# ---- block 1 ----
`src/rtl/toe_csr_ctrl.sv`:
```
// Avalon-MM control front end for the TCP offload engine: header staging registers,
// a command FIFO to the packet builder and a reply FIFO back to software.
// Optional level interrupt is compiled in with `define TOE_CSR_IRQ_EN.
module toe_csr_ctrl #(
   parameter int ID_W      = 8,
   parameter int CMD_DEPTH = 4,
   parameter int RSP_DEPTH = 4
) (
   input  logic            clk,
   input  logic            rst,
   input  logic [31:0]     writedata,
   input  logic            write,
   input  logic            read,
   input  logic            chipselect,
   input  logic [3:0]      address,
   output logic [31:0]     readdata,
   output logic            cmd_valid,
   input  logic            cmd_ready,
   output logic [1:0]      cmd_code,
   output logic [ID_W-1:0] cmd_id,
   output logic [31:0]     cmd_ip_src,
   output logic [31:0]     cmd_ip_dst,
   output logic [47:0]     cmd_mac_src,
   output logic [47:0]     cmd_mac_dst,
   output logic [15:0]     cmd_port_src,
   output logic [15:0]     cmd_port_dst,
   input  logic            rsp_valid,
   output logic            rsp_ready,
   input  logic [7:0]      rsp_code,
   input  logic [ID_W-1:0] rsp_id,
   output logic            irq
);
   localparam int CA = $clog2(CMD_DEPTH);
   localparam int RA = $clog2(RSP_DEPTH);
   localparam int CW = 2 + ID_W + 32 + 32 + 48 + 48 + 16 + 16;
   localparam int RW = 8 + ID_W;
   localparam logic [CA:0]   CMD_FULL = (CA+1)'(CMD_DEPTH);
   localparam logic [RA:0]   RSP_FULL = (RA+1)'(RSP_DEPTH);
   localparam logic [CA-1:0] CPTR_ONE = 1;
   localparam logic [RA-1:0] RPTR_ONE = 1;
   localparam logic [CA:0]   CCNT_ONE = 1;
   localparam logic [RA:0]   RCNT_ONE = 1;

   logic [31:0]   readdata_q, readdata_d;
   logic [31:0]   ip_src_q, ip_dst_q;
   logic [47:0]   mac_src_q, mac_dst_q;
   logic [15:0]   port_src_q, port_dst_q;
   logic [1:0]    last_code_q;
   logic          ovf_q, ovf_d;
   logic [CW-1:0] cmd_mem_q [CMD_DEPTH];
   logic [CA-1:0] cmd_wp_q, cmd_rp_q;
   logic [CA:0]   cmd_cnt_q;
   logic [RW-1:0] rsp_mem_q [RSP_DEPTH];
   logic [RA-1:0] rsp_wp_q, rsp_rp_q;
   logic [RA:0]   rsp_cnt_q;
   logic          irq_en_q, irq_q;

   logic wr_en, rd_en, commit, cmd_full, cmd_empty, rsp_full, rsp_empty;
   logic cmd_push, cmd_pop, rsp_push, rsp_pop;
   logic [CW-1:0] cmd_head;
   logic [RW-1:0] rsp_head;

   assign wr_en     = chipselect && write;
   assign rd_en     = chipselect && read && !write;
   assign commit    = wr_en && (address == 4'h0);
   assign cmd_full  = (cmd_cnt_q == CMD_FULL);
   assign cmd_empty = (cmd_cnt_q == '0);
   assign rsp_full  = (rsp_cnt_q == RSP_FULL);
   assign rsp_empty = (rsp_cnt_q == '0);
   // A commit into a full FIFO still fits when the head leaves on the same edge.
   assign cmd_pop   = !cmd_empty && cmd_ready;
   assign cmd_push  = commit && (!cmd_full || cmd_pop);
   assign rsp_push  = rsp_valid && !rsp_full;
   assign rsp_pop   = rd_en && (address == 4'h2) && !rsp_empty;

   assign cmd_head  = cmd_mem_q[cmd_rp_q];
   assign rsp_head  = rsp_mem_q[rsp_rp_q];
   assign {cmd_code, cmd_id, cmd_ip_src, cmd_ip_dst, cmd_mac_src, cmd_mac_dst,
           cmd_port_src, cmd_port_dst} = cmd_head;
   assign cmd_valid = !cmd_empty;
   assign rsp_ready = !rsp_full;
   assign readdata  = readdata_q;

   always_comb begin
      readdata_d = readdata_q;
      if (rd_en) begin
         case (address)
            4'h0:    readdata_d = {last_code_q, 30'd0};
            4'h1:    readdata_d = {16'd0, 8'(cmd_cnt_q), 4'd0, ovf_q, !rsp_empty,
                                   cmd_empty, cmd_full};
            4'h2:    readdata_d = rsp_empty ? 32'd0 :
                                  {rsp_head[RW-1 -: 8], 8'd0, 16'(rsp_head[ID_W-1:0])};
            4'h3:    readdata_d = ip_src_q;
            4'h4:    readdata_d = ip_dst_q;
            4'h5:    readdata_d = mac_src_q[47:16];
            4'h6:    readdata_d = {mac_src_q[15:0], 16'd0};
            4'h7:    readdata_d = mac_dst_q[47:16];
            4'h8:    readdata_d = {mac_dst_q[15:0], 16'd0};
            4'h9:    readdata_d = {port_src_q, 16'd0};
            4'ha:    readdata_d = {port_dst_q, 16'd0};
`ifdef TOE_CSR_IRQ_EN
            4'hb:    readdata_d = {31'd0, irq_en_q};
`endif
            default: readdata_d = 32'd0;
         endcase
      end
      // Set wins over a simultaneous write-1-to-clear.
      ovf_d = ovf_q;
      if (wr_en && (address == 4'h1) && writedata[3]) ovf_d = 1'b0;
      if (commit && !cmd_push) ovf_d = 1'b1;
   end

   // FIFO storage carries no reset; validity lives in the counters.
   always_ff @(posedge clk) begin
      if (cmd_push)
         cmd_mem_q[cmd_wp_q] <= {writedata[31:30], writedata[ID_W-1:0], ip_src_q, ip_dst_q,
                                 mac_src_q, mac_dst_q, port_src_q, port_dst_q};
      if (rsp_push)
         rsp_mem_q[rsp_wp_q] <= {rsp_code, rsp_id};
   end

   always_ff @(posedge clk) begin
      if (rst) begin
         readdata_q  <= '0;
         ip_src_q    <= '0;
         ip_dst_q    <= '0;
         mac_src_q   <= '0;
         mac_dst_q   <= '0;
         port_src_q  <= '0;
         port_dst_q  <= '0;
         last_code_q <= '0;
         ovf_q       <= 1'b0;
         cmd_wp_q    <= '0;
         cmd_rp_q    <= '0;
         cmd_cnt_q   <= '0;
         rsp_wp_q    <= '0;
         rsp_rp_q    <= '0;
         rsp_cnt_q   <= '0;
      end else begin
         readdata_q <= readdata_d;
         ovf_q      <= ovf_d;
         if (wr_en) begin
            case (address)
               4'h0: last_code_q       <= writedata[31:30];
               4'h3: ip_src_q          <= writedata;
               4'h4: ip_dst_q          <= writedata;
               4'h5: mac_src_q[47:16]  <= writedata;
               4'h6: mac_src_q[15:0]   <= writedata[31:16];
               4'h7: mac_dst_q[47:16]  <= writedata;
               4'h8: mac_dst_q[15:0]   <= writedata[31:16];
               4'h9: port_src_q        <= writedata[31:16];
               4'ha: port_dst_q        <= writedata[31:16];
               default: ;
            endcase
         end
         if (cmd_push) cmd_wp_q <= cmd_wp_q + CPTR_ONE;
         if (cmd_pop)  cmd_rp_q <= cmd_rp_q + CPTR_ONE;
         if (cmd_push && !cmd_pop)      cmd_cnt_q <= cmd_cnt_q + CCNT_ONE;
         else if (cmd_pop && !cmd_push) cmd_cnt_q <= cmd_cnt_q - CCNT_ONE;
         if (rsp_push) rsp_wp_q <= rsp_wp_q + RPTR_ONE;
         if (rsp_pop)  rsp_rp_q <= rsp_rp_q + RPTR_ONE;
         if (rsp_push && !rsp_pop)      rsp_cnt_q <= rsp_cnt_q + RCNT_ONE;
         else if (rsp_pop && !rsp_push) rsp_cnt_q <= rsp_cnt_q - RCNT_ONE;
      end
   end

`ifdef TOE_CSR_IRQ_EN
   always_ff @(posedge clk) begin
      if (rst) begin
         irq_en_q <= 1'b0;
         irq_q    <= 1'b0;
      end else begin
         if (wr_en && (address == 4'hb)) irq_en_q <= writedata[0];
         irq_q <= irq_en_q && (!rsp_empty || ovf_q);
      end
   end
`else
   assign irq_en_q = 1'b0;
   assign irq_q    = 1'b0;
`endif
   assign irq = irq_q;
endmodule

```
`config.mk`:
```
export PLATFORM = sky130hd
export DESIGN_NAME = toe_csr_ctrl
export DESIGN_NICKNAME = d
export VERILOG_FILES = /design/src/rtl/toe_csr_ctrl.sv
export SDC_FILE = /design/constraint.sdc
export NUM_CORES = 1
export LEC_CHECK = 0
export CAP_MARGIN = 20
export CORE_AREA = 2 2 334 237
export CTS_BUF_LIST = sky130_fd_sc_hd__clkbuf_2
export CTS_CLUSTER_SIZE = 40
export DETAILED_ROUTE_END_ITERATION = 10
export DIE_AREA = 0 0 336 239
export PLACE_DENSITY = 0.78
export SYNTH_ARGS = -nofsm -noshare
export SYNTH_HDL_FRONTEND = slang
export SYNTH_SLANG_ARGS = --single-unit
```
`constraint.sdc`:
```
create_clock -name clk -period 8.4 [get_ports clk]
set_clock_uncertainty 0.1 [all_clocks]
set_input_delay 2.1 -clock clk [delete_from_list [all_inputs] [get_ports clk]]
set_output_delay 2.1 -clock clk [all_outputs]
set_load 0.02 [all_outputs]
```
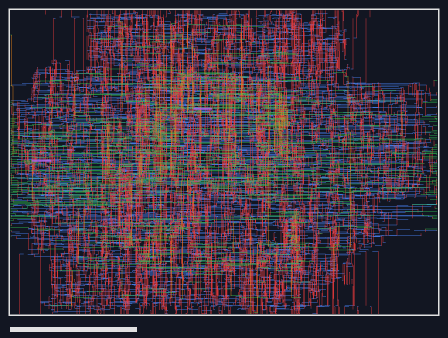
Fig. 1. Routed metal, one colour a layer (block 1).
Scale bar: 100 µm.
M4 -> orange  # wire length 3110 µm
M2 -> red  # wire length 48.7 mm
M5 -> purple  # wire length 26.7 µm
M3 -> green  # wire length 15000 µm
M1 -> blue  # wire length 43.6 mm
total track usage: 27.62%
total detailed-routing wirelength: 110400 µm
detailed-route wire length per cell: 26.52 µm

==> flow.log <==
[flow] collecting metrics
INFO  metric status = finished, final reports clean
INFO  metric cts.sinks = 1117
INFO  metric edf_count = 872
INFO  metric largestRegisters = cmd_mem_q: 808 flops, rsp_mem_q: 64 flops
INFO  metric power_frac_comb = 23.5%
INFO  metric cpLargestDelayFamily = buffers and inverters
INFO  metric top_area_cell = edfxtp_1
INFO  metric ant_nets = 0
INFO  metric highest_ir_drop_seen_on_vdd = 0.2233 mV
INFO  metric top_level_ports = 296
INFO  metric share_of_the_cycle_needed_by_the_critical_path_after_routing = 79.99%
INFO  metric p_sw = 3624 µW
INFO  metric detailedRoute.firstPassIterationCount = 6
INFO  metric nonClockBufferCount = 328
INFO  metric flop_area = 31100 µm²
INFO  metric r2r_end = cmd_mem_q[0][47]
INFO  metric clock_insertion_delay_worst_skew = 1.52 ns
INFO  metric power_per_cell_area = 254.5 nW/µm²
INFO  metric detail_route.drc_violations = 0
INFO  metric layout_top_cell_excl_fill_tap = edfxtp_1
INFO  metric synth-cells-yosys = 2491
INFO  metric seq_cell_count = 1117
INFO  metric worst_slew_margin_rel = 25.23%
INFO  metric stdcell_count = 4165
INFO  metric seqAreaFraction = 64.33%
INFO  metric yosysMostFrequentCell = edfxtp_1
INFO  metric timing.final.hold_violations = 0
INFO  metric final-nonclk-buf-share = 6.859%
INFO  metric core = 77580 µm²
INFO  metric setup.worst_path.end = cmd_ip_dst[0]
INFO  metric path_max_fanout = 47
INFO  metric buffer_levels_on_the_longest_clock_path = 3
INFO  metric endpoint_with_the_worst_hold_slack = cmd_mem_q[0][131]
INFO  metric setup_ws = 1.681 ns
INFO  metric worst_path_largest_cell_delay = 0.90 ns
INFO  metric number_of_pins_exceeding_their_max_slew_limit_in_the_final_report = 0
INFO  metric worstHoldStart = ip_dst_q[3]
INFO  metric register_ranked_first_by_flip_flop_count = cmd_mem_q
INFO  metric ff2ff_path_depth = 4
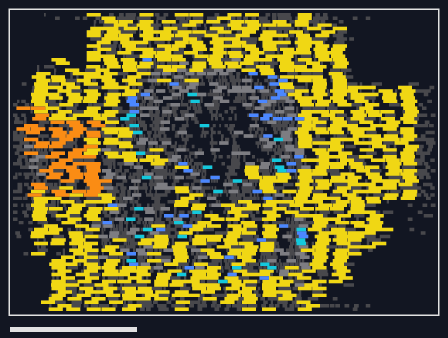
Fig. 2. Sequential cells grouped by signal name (block 1).
Scale bar: 100 µm. Other sequential cells in the stronger grey, the rest of the logic in the fainter grey.
`ip_dst_q` -> cyan  # flops 32
`cmd_mem_q` -> yellow  # flops 808, where all over the die
`rsp_mem_q` -> orange  # flops 64, where middle left
`mac_dst_q` -> blue  # flops 48

metal layers:
layer | global-route usage (%) | routed length (µm) | vias to the layer above
li1 | - | - | 10620
met3 | 7.763 | 15030 | 229
met4 | 10.59 | 3113 | 4
met1 | 41.04 | 43560 | 12760
met5 | 0 | 26 | -
met2 | 39.00 | 48730 | 1800
kinds of logic (layout without fill, tap and decap cells):
logic type	Yosys count	count (layout)	synth area share [%]
DFF	1117	1117	73.75
and+or+nand+nor	558	558	5.886
AOI/OAI and AO/OA	361	361	5.239
muxes	252	252	12.52
buffers and inverters	180	795	1.989
adders and majority gates	12	12	0.3918
xor gates and xnor gates	10	10	0.2078
other	1	4	0.008896
power groups by stage:
stage	sequential [µW]	combinational (µW)	clock, µW
3_5_place_dp	6190	2910	0
2_1_floorplan	6110	1760	0
3_3_place_gp	6180	2900	0
6_report	6060	2890	3360
4_1_cts	6060	2930	3430
5_1_grt	6070	3010	3690

# ---- block 2 ----
Fig. 3: block 2, port wiring
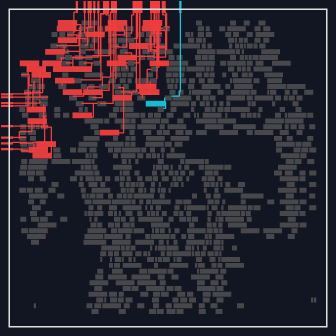
Fig. 4: block 2, cell sizes after repair
Scale bar: 50 µm.
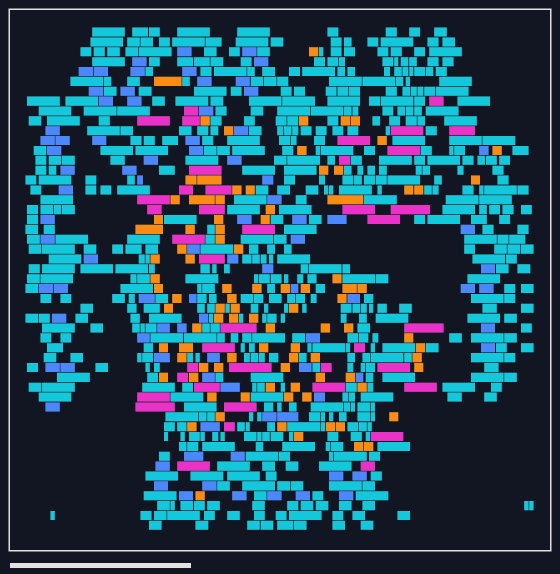
## src/rtl/isa_fetch_pkg.sv

```systemverilog
// Shared definitions for the instruction fetch stage: FSM states,
// default reset/halt words and the sequential PC step.
package isa_fetch_pkg;

    typedef enum logic {
        FETCH_RUN    = 1'b0,
        FETCH_HALTED = 1'b1
    } fetch_state_t;

    localparam logic [31:0] DEFAULT_RESET_PC  = 32'h0000_0000;
    localparam logic [31:0] DEFAULT_HALT_WORD = 32'hFFFF_FFFF;
    localparam logic [31:0] PC_INCR           = 32'd4;

endpackage

```

## src/rtl/instr_fetch_unit.sv

```systemverilog
// Instruction fetch stage: walks a byte PC through a word-addressed Harvard
// instruction memory, registering each fetched word until a halt word is seen.
module instr_fetch_unit
    import isa_fetch_pkg::*;
#(
    parameter logic [31:0] RESET_PC  = DEFAULT_RESET_PC,
    parameter logic [31:0] HALT_WORD = DEFAULT_HALT_WORD
) (
    input  logic        clk,
    input  logic        reset_n,
    output logic [31:0] instr_address,
    input  logic [31:0] instr_readdata,
    input  logic        stall,
    input  logic        redirect,
    input  logic [31:0] redirect_pc,
    output logic [31:0] instr,
    output logic [31:0] instr_pc,
    output logic        instr_valid,
    output logic        halted,
    output logic [31:0] fetch_count
);

    fetch_state_t r_state;
    logic [31:0]  r_pc;
    logic [31:0]  r_instr;
    logic [31:0]  r_instr_pc;
    logic         r_instr_valid;
    logic         r_halted;
    logic [31:0]  r_fetch_count;

    // Redirect targets are forced word-aligned, so the low bits never matter.
    logic w_unused_redirect_bits;
    assign w_unused_redirect_bits = ^redirect_pc[1:0];

    assign instr_address = {2'b00, r_pc[31:2]};
    assign instr         = r_instr;
    assign instr_pc      = r_instr_pc;
    assign instr_valid   = r_instr_valid;
    assign halted        = r_halted;
    assign fetch_count   = r_fetch_count;

    always_ff @(posedge clk or negedge reset_n) begin
        if (!reset_n) begin
            r_state       <= FETCH_RUN;
            r_pc          <= RESET_PC;
            r_instr       <= 32'h0;
            r_instr_pc    <= 32'h0;
            r_instr_valid <= 1'b0;
            r_halted      <= 1'b0;
            r_fetch_count <= 32'h0;
        end else begin
            case (r_state)
                FETCH_RUN: begin
                    // Redirect wins over both stall and halt detection; it only
                    // flushes the output slot, the last delivered word stays visible.
                    if (redirect) begin
                        r_pc          <= {redirect_pc[31:2], 2'b00};
                        r_instr_valid <= 1'b0;
                    end else if (!stall) begin
                        if (instr_readdata == HALT_WORD) begin
                            r_state       <= FETCH_HALTED;
                            r_halted      <= 1'b1;
                            r_instr_valid <= 1'b0;
                        end else begin
                            r_instr       <= instr_readdata;
                            r_instr_pc    <= r_pc;
                            r_instr_valid <= 1'b1;
                            r_pc          <= r_pc + PC_INCR;
                            r_fetch_count <= r_fetch_count + 32'd1;
                        end
                    end
                end
                FETCH_HALTED: begin
                end
            endcase
        end
    end

endmodule

```

## config.mk

```make
export PLATFORM = sky130hd
export DESIGN_NAME = instr_fetch_unit
export DESIGN_NICKNAME = d
export VERILOG_FILES = /design/src/rtl/isa_fetch_pkg.sv /design/src/rtl/instr_fetch_unit.sv
export SDC_FILE = /design/constraint.sdc
export NUM_CORES = 1
export LEC_CHECK = 0
export CAP_MARGIN = 20
export CORE_MARGIN = 4
export CORE_UTILIZATION = 30
export DETAILED_ROUTE_END_ITERATION = 12
export GPL_ROUTABILITY_DRIVEN = 0
export REMOVE_ABC_BUFFERS = 1
export SLEW_MARGIN = 20
export SYNTH_ARGS = -nofsm -noshare
export SYNTH_HDL_FRONTEND = slang
export SYNTH_SLANG_ARGS = --single-unit
```

## constraint.sdc

```tcl
create_clock -name clk -period 2 [get_ports clk]
set_clock_uncertainty 0.15 [all_clocks]
set_input_delay 0.4 -clock clk [delete_from_list [all_inputs] [get_ports clk]]
set_output_delay 0.4 -clock clk [all_outputs]
set_load 0.02 [all_outputs]
```

==> flow.log <==
[flow] collecting metrics
INFO  metric fraction_of_registers_with_async_set_reset = 100.0%
INFO  metric critical_path_buf_inv_count = 1
INFO  metric power.sequential.total = 2640 µW
INFO  metric synth.cellmix.compoundShare = 9.981%
INFO  metric timing.final.hold_violations = 0
INFO  metric stdcell_area = 9587 µm²
INFO  metric clk_pin_slew_worst_paths = 0.06 ns
INFO  metric worst_path_largest_cell_delay = 0.66 ns
INFO  metric synth.top_cells.by_area = dfrtp_1 53%, mux2_2 11%, xnor2_1 4.1%
INFO  metric root_buffer = clkbuf_16
INFO  metric status = finished, final reports clean
INFO  metric synth_warnings = 0
INFO  metric post-place-cells = 1020
INFO  metric worst_slew_pin_slew = 0.5701 ns
INFO  metric post-synth-top-area-fraction = 53.37%
INFO  metric ys_seq_share = 53.37%
INFO  metric worst_slew_margin_rel = 61.65%
INFO  metric synth.comb.largest_family = simple AND/OR/NAND/NOR gates
INFO  metric critPathRequiredTime = 1.45 ns
INFO  metric ys_sh_mux = 12.25%
INFO  metric synth-seq-cells = 127
INFO  metric synth.cell_area = 5954 µm²
INFO  metric worst_setup_path_end_kind = output pin
INFO  metric worst_path_max_delay_cell = clkdlybuf4s50_1
INFO  metric synthCells = 508
INFO  metric grt_setup_unrepaired = true
INFO  metric buffer_levels_on_the_longest_clock_path = 2
INFO  metric power_frac_clock = 50.7%
INFO  metric setup_viol = 0
INFO  metric totalWireLength = 19830 µm
INFO  metric crit_type = register to output pin
INFO  metric gr-usage-met1 = 22.01%
INFO  metric pwr-share-seq = 41.1%
INFO  metric largestPowerGroup = the clock network
INFO  metric viasPerCell = 5.079
INFO  metric fp.dieH = 148.9 µm
INFO  metric detail_route.drc_violations = 0
INFO  metric number_of_levels_the_h_tree_was_split_into = 4
INFO  metric worstPathArrival = 1.42 ns
INFO  metric route.top_layer_used = met4
## Picture notes: Fig. 3
`halted` -> cyan  # direction output, edge top, end cells 1, buffers 1, wire 50.9 µm
`instr` -> red  # direction output, edge 24 top, 8 left, end cells 32, buffers 32, wire 1230 µm
port buffer count: 191
Top Ports: 198

## Picture notes: Fig. 4
x1 and smaller -> cyan  # cells 581
x3 and x4 -> orange  # cells 94
x6 and larger -> magenta  # cells 40
x2 -> blue  # cells 86

layout make-up:
class	count	area (µm²)	share of cell area [%]
flip-flops and latches	127	3178	33.15
well taps	265	331.6	3.459
inverters	9	33.78	0.3524
diodes	2	5.005	0.05221
multi-input cells	345	2719	28.36
clock buffers	19	442.9	4.620
clock inverters	13	175.2	1.827
repair buffers	288	2701	28.18
path summary, 6_finish.rpt:
path,end,startpoint,depth (start not counted)
max,instr_address[28],r_pc[30],1
min reg2reg,halted,halted,1
min in group asynchronous,fetch_count[30],reset_n,2
max in group asynchronous,instr_pc[29],reset_n,3
min,instr[1],instr_readdata[1],2
max reg2reg,r_pc[25],r_pc[3],7
kinds of logic (layout without fill, tap and decap cells):
logic type / Yosys count / after routing
xor+xnor: 31 / 31
fa+ha+maj: 2 / 2
simple gates: 170 / 170
compound gates: 73 / 73
flops: 127 / 127
buf+inv: 39 / 329
other cells: 1 / 6
mux: 65 / 65
worst register-to-register path, delay by kind of cell, from the launching register on:
family	cells	cell delay [ns]
flops	1	0.35
simple gates	5	1.01
buf+inv	2	0.33

# ---- block 3 ----
Fig. 5: block 3, cell sizes after repair
Scale bar: 20 µm.
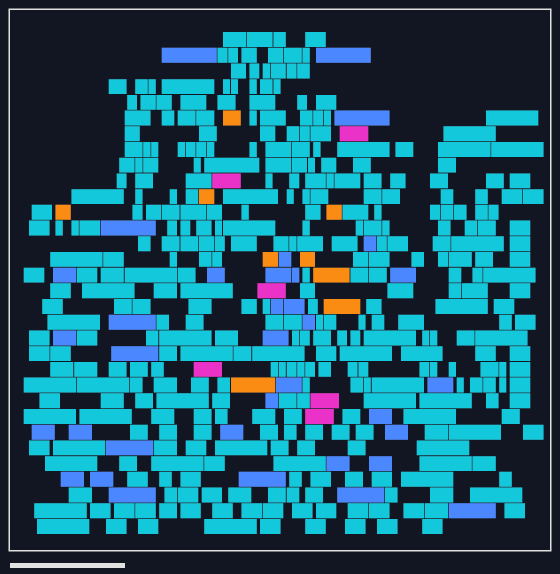
Fig. 6: block 3, clock wiring as the flow saved it
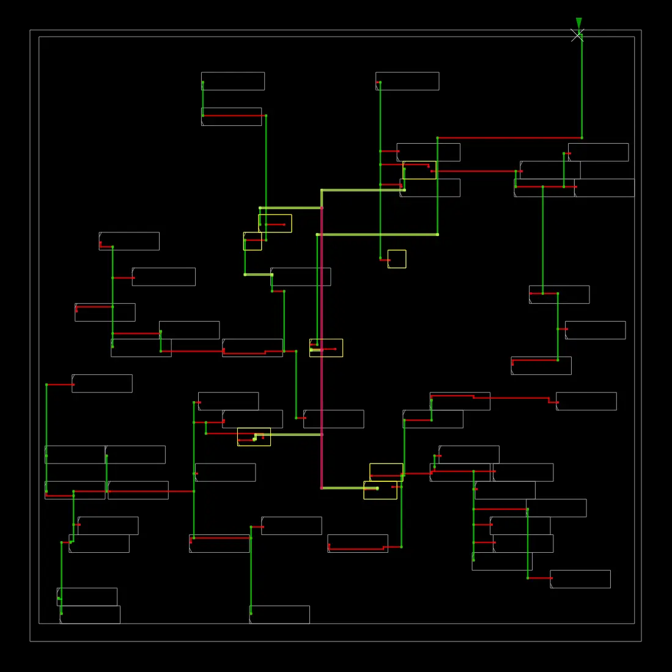
$ cat src/rtl/piano_pkg.sv
// Shared constants for the piano message stream and a rank-width helper
// used by the voice allocator and its LRU rank table.
package piano_pkg;

  localparam int NOTE_W_DEFAULT = 7;
  localparam int MSG_ON = NOTE_W_DEFAULT;
  localparam logic [NOTE_W_DEFAULT-1:0] ALL_OFF = '1;

  function automatic int rank_w(input int voices);
    return (voices < 2) ? 1 : $clog2(voices);
  endfunction

endpackage

$ cat src/rtl/voice_rank_table.sv
// LRU permutation over voice slots (rank 0 = newest) with promote/demote
// updates, held-count, and lookups for the free slot, steal victim and newest.
module voice_rank_table import piano_pkg::*; #(
  parameter int VOICES = 4,
  localparam int RW = rank_w(VOICES)
) (
  input  logic              clk_msg,
  input  logic              rst,
  input  logic [VOICES-1:0] held,
  input  logic              promote,
  input  logic              demote,
  input  logic [RW-1:0]     sel,
  output logic [RW:0]       held_cnt,
  output logic [RW-1:0]     free_voice,
  output logic [RW-1:0]     victim_voice,
  output logic [RW-1:0]     newest_voice
);

  logic [RW-1:0] rank_q [VOICES];

  always_ff @(posedge clk_msg or posedge rst) begin
    if (rst) begin
      for (int i = 0; i < VOICES; i++) rank_q[i] <= RW'(i);
    end else if (promote) begin
      for (int i = 0; i < VOICES; i++) begin
        if (RW'(i) == sel)              rank_q[i] <= '0;
        else if (rank_q[i] < rank_q[sel]) rank_q[i] <= rank_q[i] + 1'b1;
      end
    end else if (demote) begin
      for (int i = 0; i < VOICES; i++) begin
        if (RW'(i) == sel)              rank_q[i] <= RW'(VOICES - 1);
        else if (rank_q[i] > rank_q[sel]) rank_q[i] <= rank_q[i] - 1'b1;
      end
    end
  end

  always_comb begin
    held_cnt = '0;
    for (int i = 0; i < VOICES; i++) held_cnt = held_cnt + (RW+1)'(held[i]);
  end

  // Held voices occupy ranks 0..k-1, so rank k is the newest free slot.
  always_comb begin
    free_voice   = '0;
    victim_voice = '0;
    newest_voice = '0;
    for (int i = 0; i < VOICES; i++) begin
      if (rank_q[i] == held_cnt[RW-1:0])  free_voice   = RW'(i);
      if (rank_q[i] == RW'(VOICES - 1))   victim_voice = RW'(i);
      if (rank_q[i] == '0)                newest_voice = RW'(i);
    end
  end

endmodule

$ cat src/rtl/voice_alloc.sv
// Polyphonic note tracker: matches note messages against held voices,
// allocates or steals slots via the rank table, and masks outputs for mono mode.
module voice_alloc import piano_pkg::*; #(
  parameter int VOICES  = 4,
  parameter int NOTE_W  = NOTE_W_DEFAULT,
  parameter int STEAL_W = 8
) (
  input  logic                     clk_msg,
  input  logic                     rst,
  input  logic [NOTE_W:0]          msg,
  input  logic                     mode,
  output logic [VOICES*NOTE_W-1:0] voice_note,
  output logic [VOICES-1:0]        voice_active,
  output logic [NOTE_W-1:0]        disp_note,
  output logic [STEAL_W-1:0]       steal_cnt
);

  localparam int RW = rank_w(VOICES);
  localparam logic [NOTE_W-1:0] ALL_OFF_ID = '1;

  logic [NOTE_W-1:0]  note_q [VOICES];
  logic [VOICES-1:0]  held_q;
  logic [STEAL_W-1:0] steal_q;

  logic              msg_on, is_all_off, hit, table_full, any_held;
  logic [NOTE_W-1:0] msg_id;
  logic [RW-1:0]     hit_v, sel, free_voice, victim_voice, newest_voice;
  logic [RW:0]       held_cnt;
  logic              promote, demote, wr_en, do_steal, clear_all;

  assign msg_on     = msg[NOTE_W];
  assign msg_id     = msg[NOTE_W-1:0];
  assign is_all_off = (msg_id == ALL_OFF_ID);
  assign table_full = (held_cnt == (RW+1)'(VOICES));
  assign any_held   = |held_q;

  always_comb begin
    hit   = 1'b0;
    hit_v = '0;
    for (int i = 0; i < VOICES; i++) begin
      if (held_q[i] && note_q[i] == msg_id) begin
        hit   = 1'b1;
        hit_v = RW'(i);
      end
    end
  end

  // Match check comes first, so a held note is refreshed, never duplicated.
  always_comb begin
    promote   = 1'b0;
    demote    = 1'b0;
    wr_en     = 1'b0;
    do_steal  = 1'b0;
    clear_all = 1'b0;
    sel       = hit_v;
    if (msg_on && !is_all_off) begin
      promote = 1'b1;
      if (!hit) begin
        wr_en    = 1'b1;
        sel      = table_full ? victim_voice : free_voice;
        do_steal = table_full;
      end
    end else if (!msg_on) begin
      if (is_all_off) clear_all = 1'b1;
      else if (hit)   demote    = 1'b1;
    end
  end

  voice_rank_table #(.VOICES(VOICES)) u_rank (
    .clk_msg      (clk_msg),
    .rst          (rst),
    .held         (held_q),
    .promote      (promote),
    .demote       (demote),
    .sel          (sel),
    .held_cnt     (held_cnt),
    .free_voice   (free_voice),
    .victim_voice (victim_voice),
    .newest_voice (newest_voice)
  );

  always_ff @(posedge clk_msg or posedge rst) begin
    if (rst) begin
      held_q  <= '0;
      steal_q <= '0;
      for (int i = 0; i < VOICES; i++) note_q[i] <= '0;
    end else begin
      if (clear_all)   held_q      <= '0;
      else if (wr_en)  held_q[sel] <= 1'b1;
      else if (demote) held_q[sel] <= 1'b0;
      if (wr_en) note_q[sel] <= msg_id;
      if (do_steal && steal_q != '1) steal_q <= steal_q + 1'b1;
    end
  end

  always_comb begin
    voice_note = '0;
    for (int i = 0; i < VOICES; i++) voice_note[i*NOTE_W +: NOTE_W] = note_q[i];
  end

  // Mono masking only touches the outputs; the table keeps tracking every key.
  assign voice_active = !mode    ? held_q :
                        any_held ? (VOICES'(1) << newest_voice) : '0;
  assign disp_note    = any_held ? note_q[newest_voice] : '0;
  assign steal_cnt    = steal_q;

endmodule
$ cat config.mk
export PLATFORM = sky130hd
export DESIGN_NAME = voice_alloc
export DESIGN_NICKNAME = d
export VERILOG_FILES = /design/src/rtl/piano_pkg.sv /design/src/rtl/voice_rank_table.sv /design/src/rtl/voice_alloc.sv
export SDC_FILE = /design/constraint.sdc
export NUM_CORES = 1
export LEC_CHECK = 0
export CAP_MARGIN = 20
export CORE_MARGIN = 1
export CORE_UTILIZATION = 44
export CTS_BUF_LIST = sky130_fd_sc_hd__clkbuf_4 sky130_fd_sc_hd__clkbuf_8 sky130_fd_sc_hd__clkbuf_16
export DETAILED_ROUTE_END_ITERATION = 8
export MAX_ROUTING_LAYER = met4
export PLACE_DENSITY = 0.67
export SLEW_MARGIN = 20
export SYNTH_ARGS = -nofsm -noshare
export SYNTH_HDL_FRONTEND = slang
export SYNTH_HIERARCHICAL = 1
export SYNTH_SLANG_ARGS = --single-unit
$ cat constraint.sdc
create_clock -name clk_msg -period 13.5 [get_ports clk_msg]
set_input_delay 2.7 -clock clk_msg [delete_from_list [all_inputs] [get_ports clk_msg]]
set_output_delay 2.7 -clock clk_msg [all_outputs]
set_load 0.02 [all_outputs]
==> flow.log <==
[flow] collecting metrics
INFO  metric final.hold.worst_slack = 0.5039 ns
INFO  metric num-nets-final = 435
INFO  metric clkbuf_count = 6
INFO  metric setup_viol = 0
INFO  metric grt_antenna_before_repair = 0
INFO  metric setup_tns = 0 ns
INFO  metric holdBufCountCts = 0
INFO  metric edf_count = 0
INFO  metric globalplace.congestion = 0.8744
INFO  metric vias_in_the_first_global_route = 2869
INFO  metric area.share.combinational = 52.14%
INFO  metric inverters = 20
INFO  metric worst_slew_margin_rel = 28.54%
INFO  metric viasPerCell = 5.783
INFO  metric worst-r2r-setup-slack = 8.28 ns
INFO  metric detailedRoute.firstPassIterationCount = 6
INFO  metric min_delay_path_depth = 1
INFO  metric detail_route.drc_violations = 1
INFO  metric violated_checks = DRC
INFO  metric adder_cell_share_of_the_synthesized_area = 6.316%
INFO  metric r2r_end = u_rank/rank_q[3]
INFO  metric number_of_levels_the_h_tree_was_split_into = 2
INFO  metric route.vias.total = 2961
INFO  metric dp_hpwl = 6506 µm
INFO  metric global_route.usage.total = 22.16%
INFO  metric status = finished, violations left
INFO  metric core = 8175 µm²
## Picture notes: Fig. 5
x6 and larger -> magenta  # cells 6
x3 and x4 -> orange  # cells 9
x1 and smaller -> cyan  # cells 357
x2 -> blue  # cells 35

## Picture notes: Fig. 6
number of sequential cells: 48
number of CTS-inserted buffers: 5
clk_skew: 0.006942 ns

[placed cells by master (no fill, tap or decap), types with 3 or more instances in the layout]
cell             synthesis  routed
clkdlybuf4s50_1          0      57
dfrtp_1                 44      44
xnor2_1                 38      38
inv_1                   19      19
mux2_1                  18      18
nor2_1                  17      17
ha_1                    17      17
nand2_1                 15      15
nand4_1                 13      13
o21ai_0                 13      13
mux2_2                  11      11
nor2b_1                 10      10
o211ai_1                 8       8
nand3_1                  7       7
nor3_1                   7       7
mux4_2                   7       7
and3_1                   6       6
clkbuf_8                 0       6
mux2i_1                  5       5
xor2_1                   5       5
o32ai_1                  4       4
a211oi_1                 4       4
or3_1                    4       4
a21oi_1                  4       4
dfstp_2                  4       4
or2_2                    3       3
buf_4                    9       3
nor4b_1                  3       3
a21o_1                   3       3
o311ai_0                 3       3
[worst max-delay path, stage by stage]
cell and delay (ns):
clkdlybuf4s50_1 0.56, nand2_1 0.11, o32ai_1 0.25, clkdlybuf4s50_1 0.64

Power and IR drop assume default switching activity.
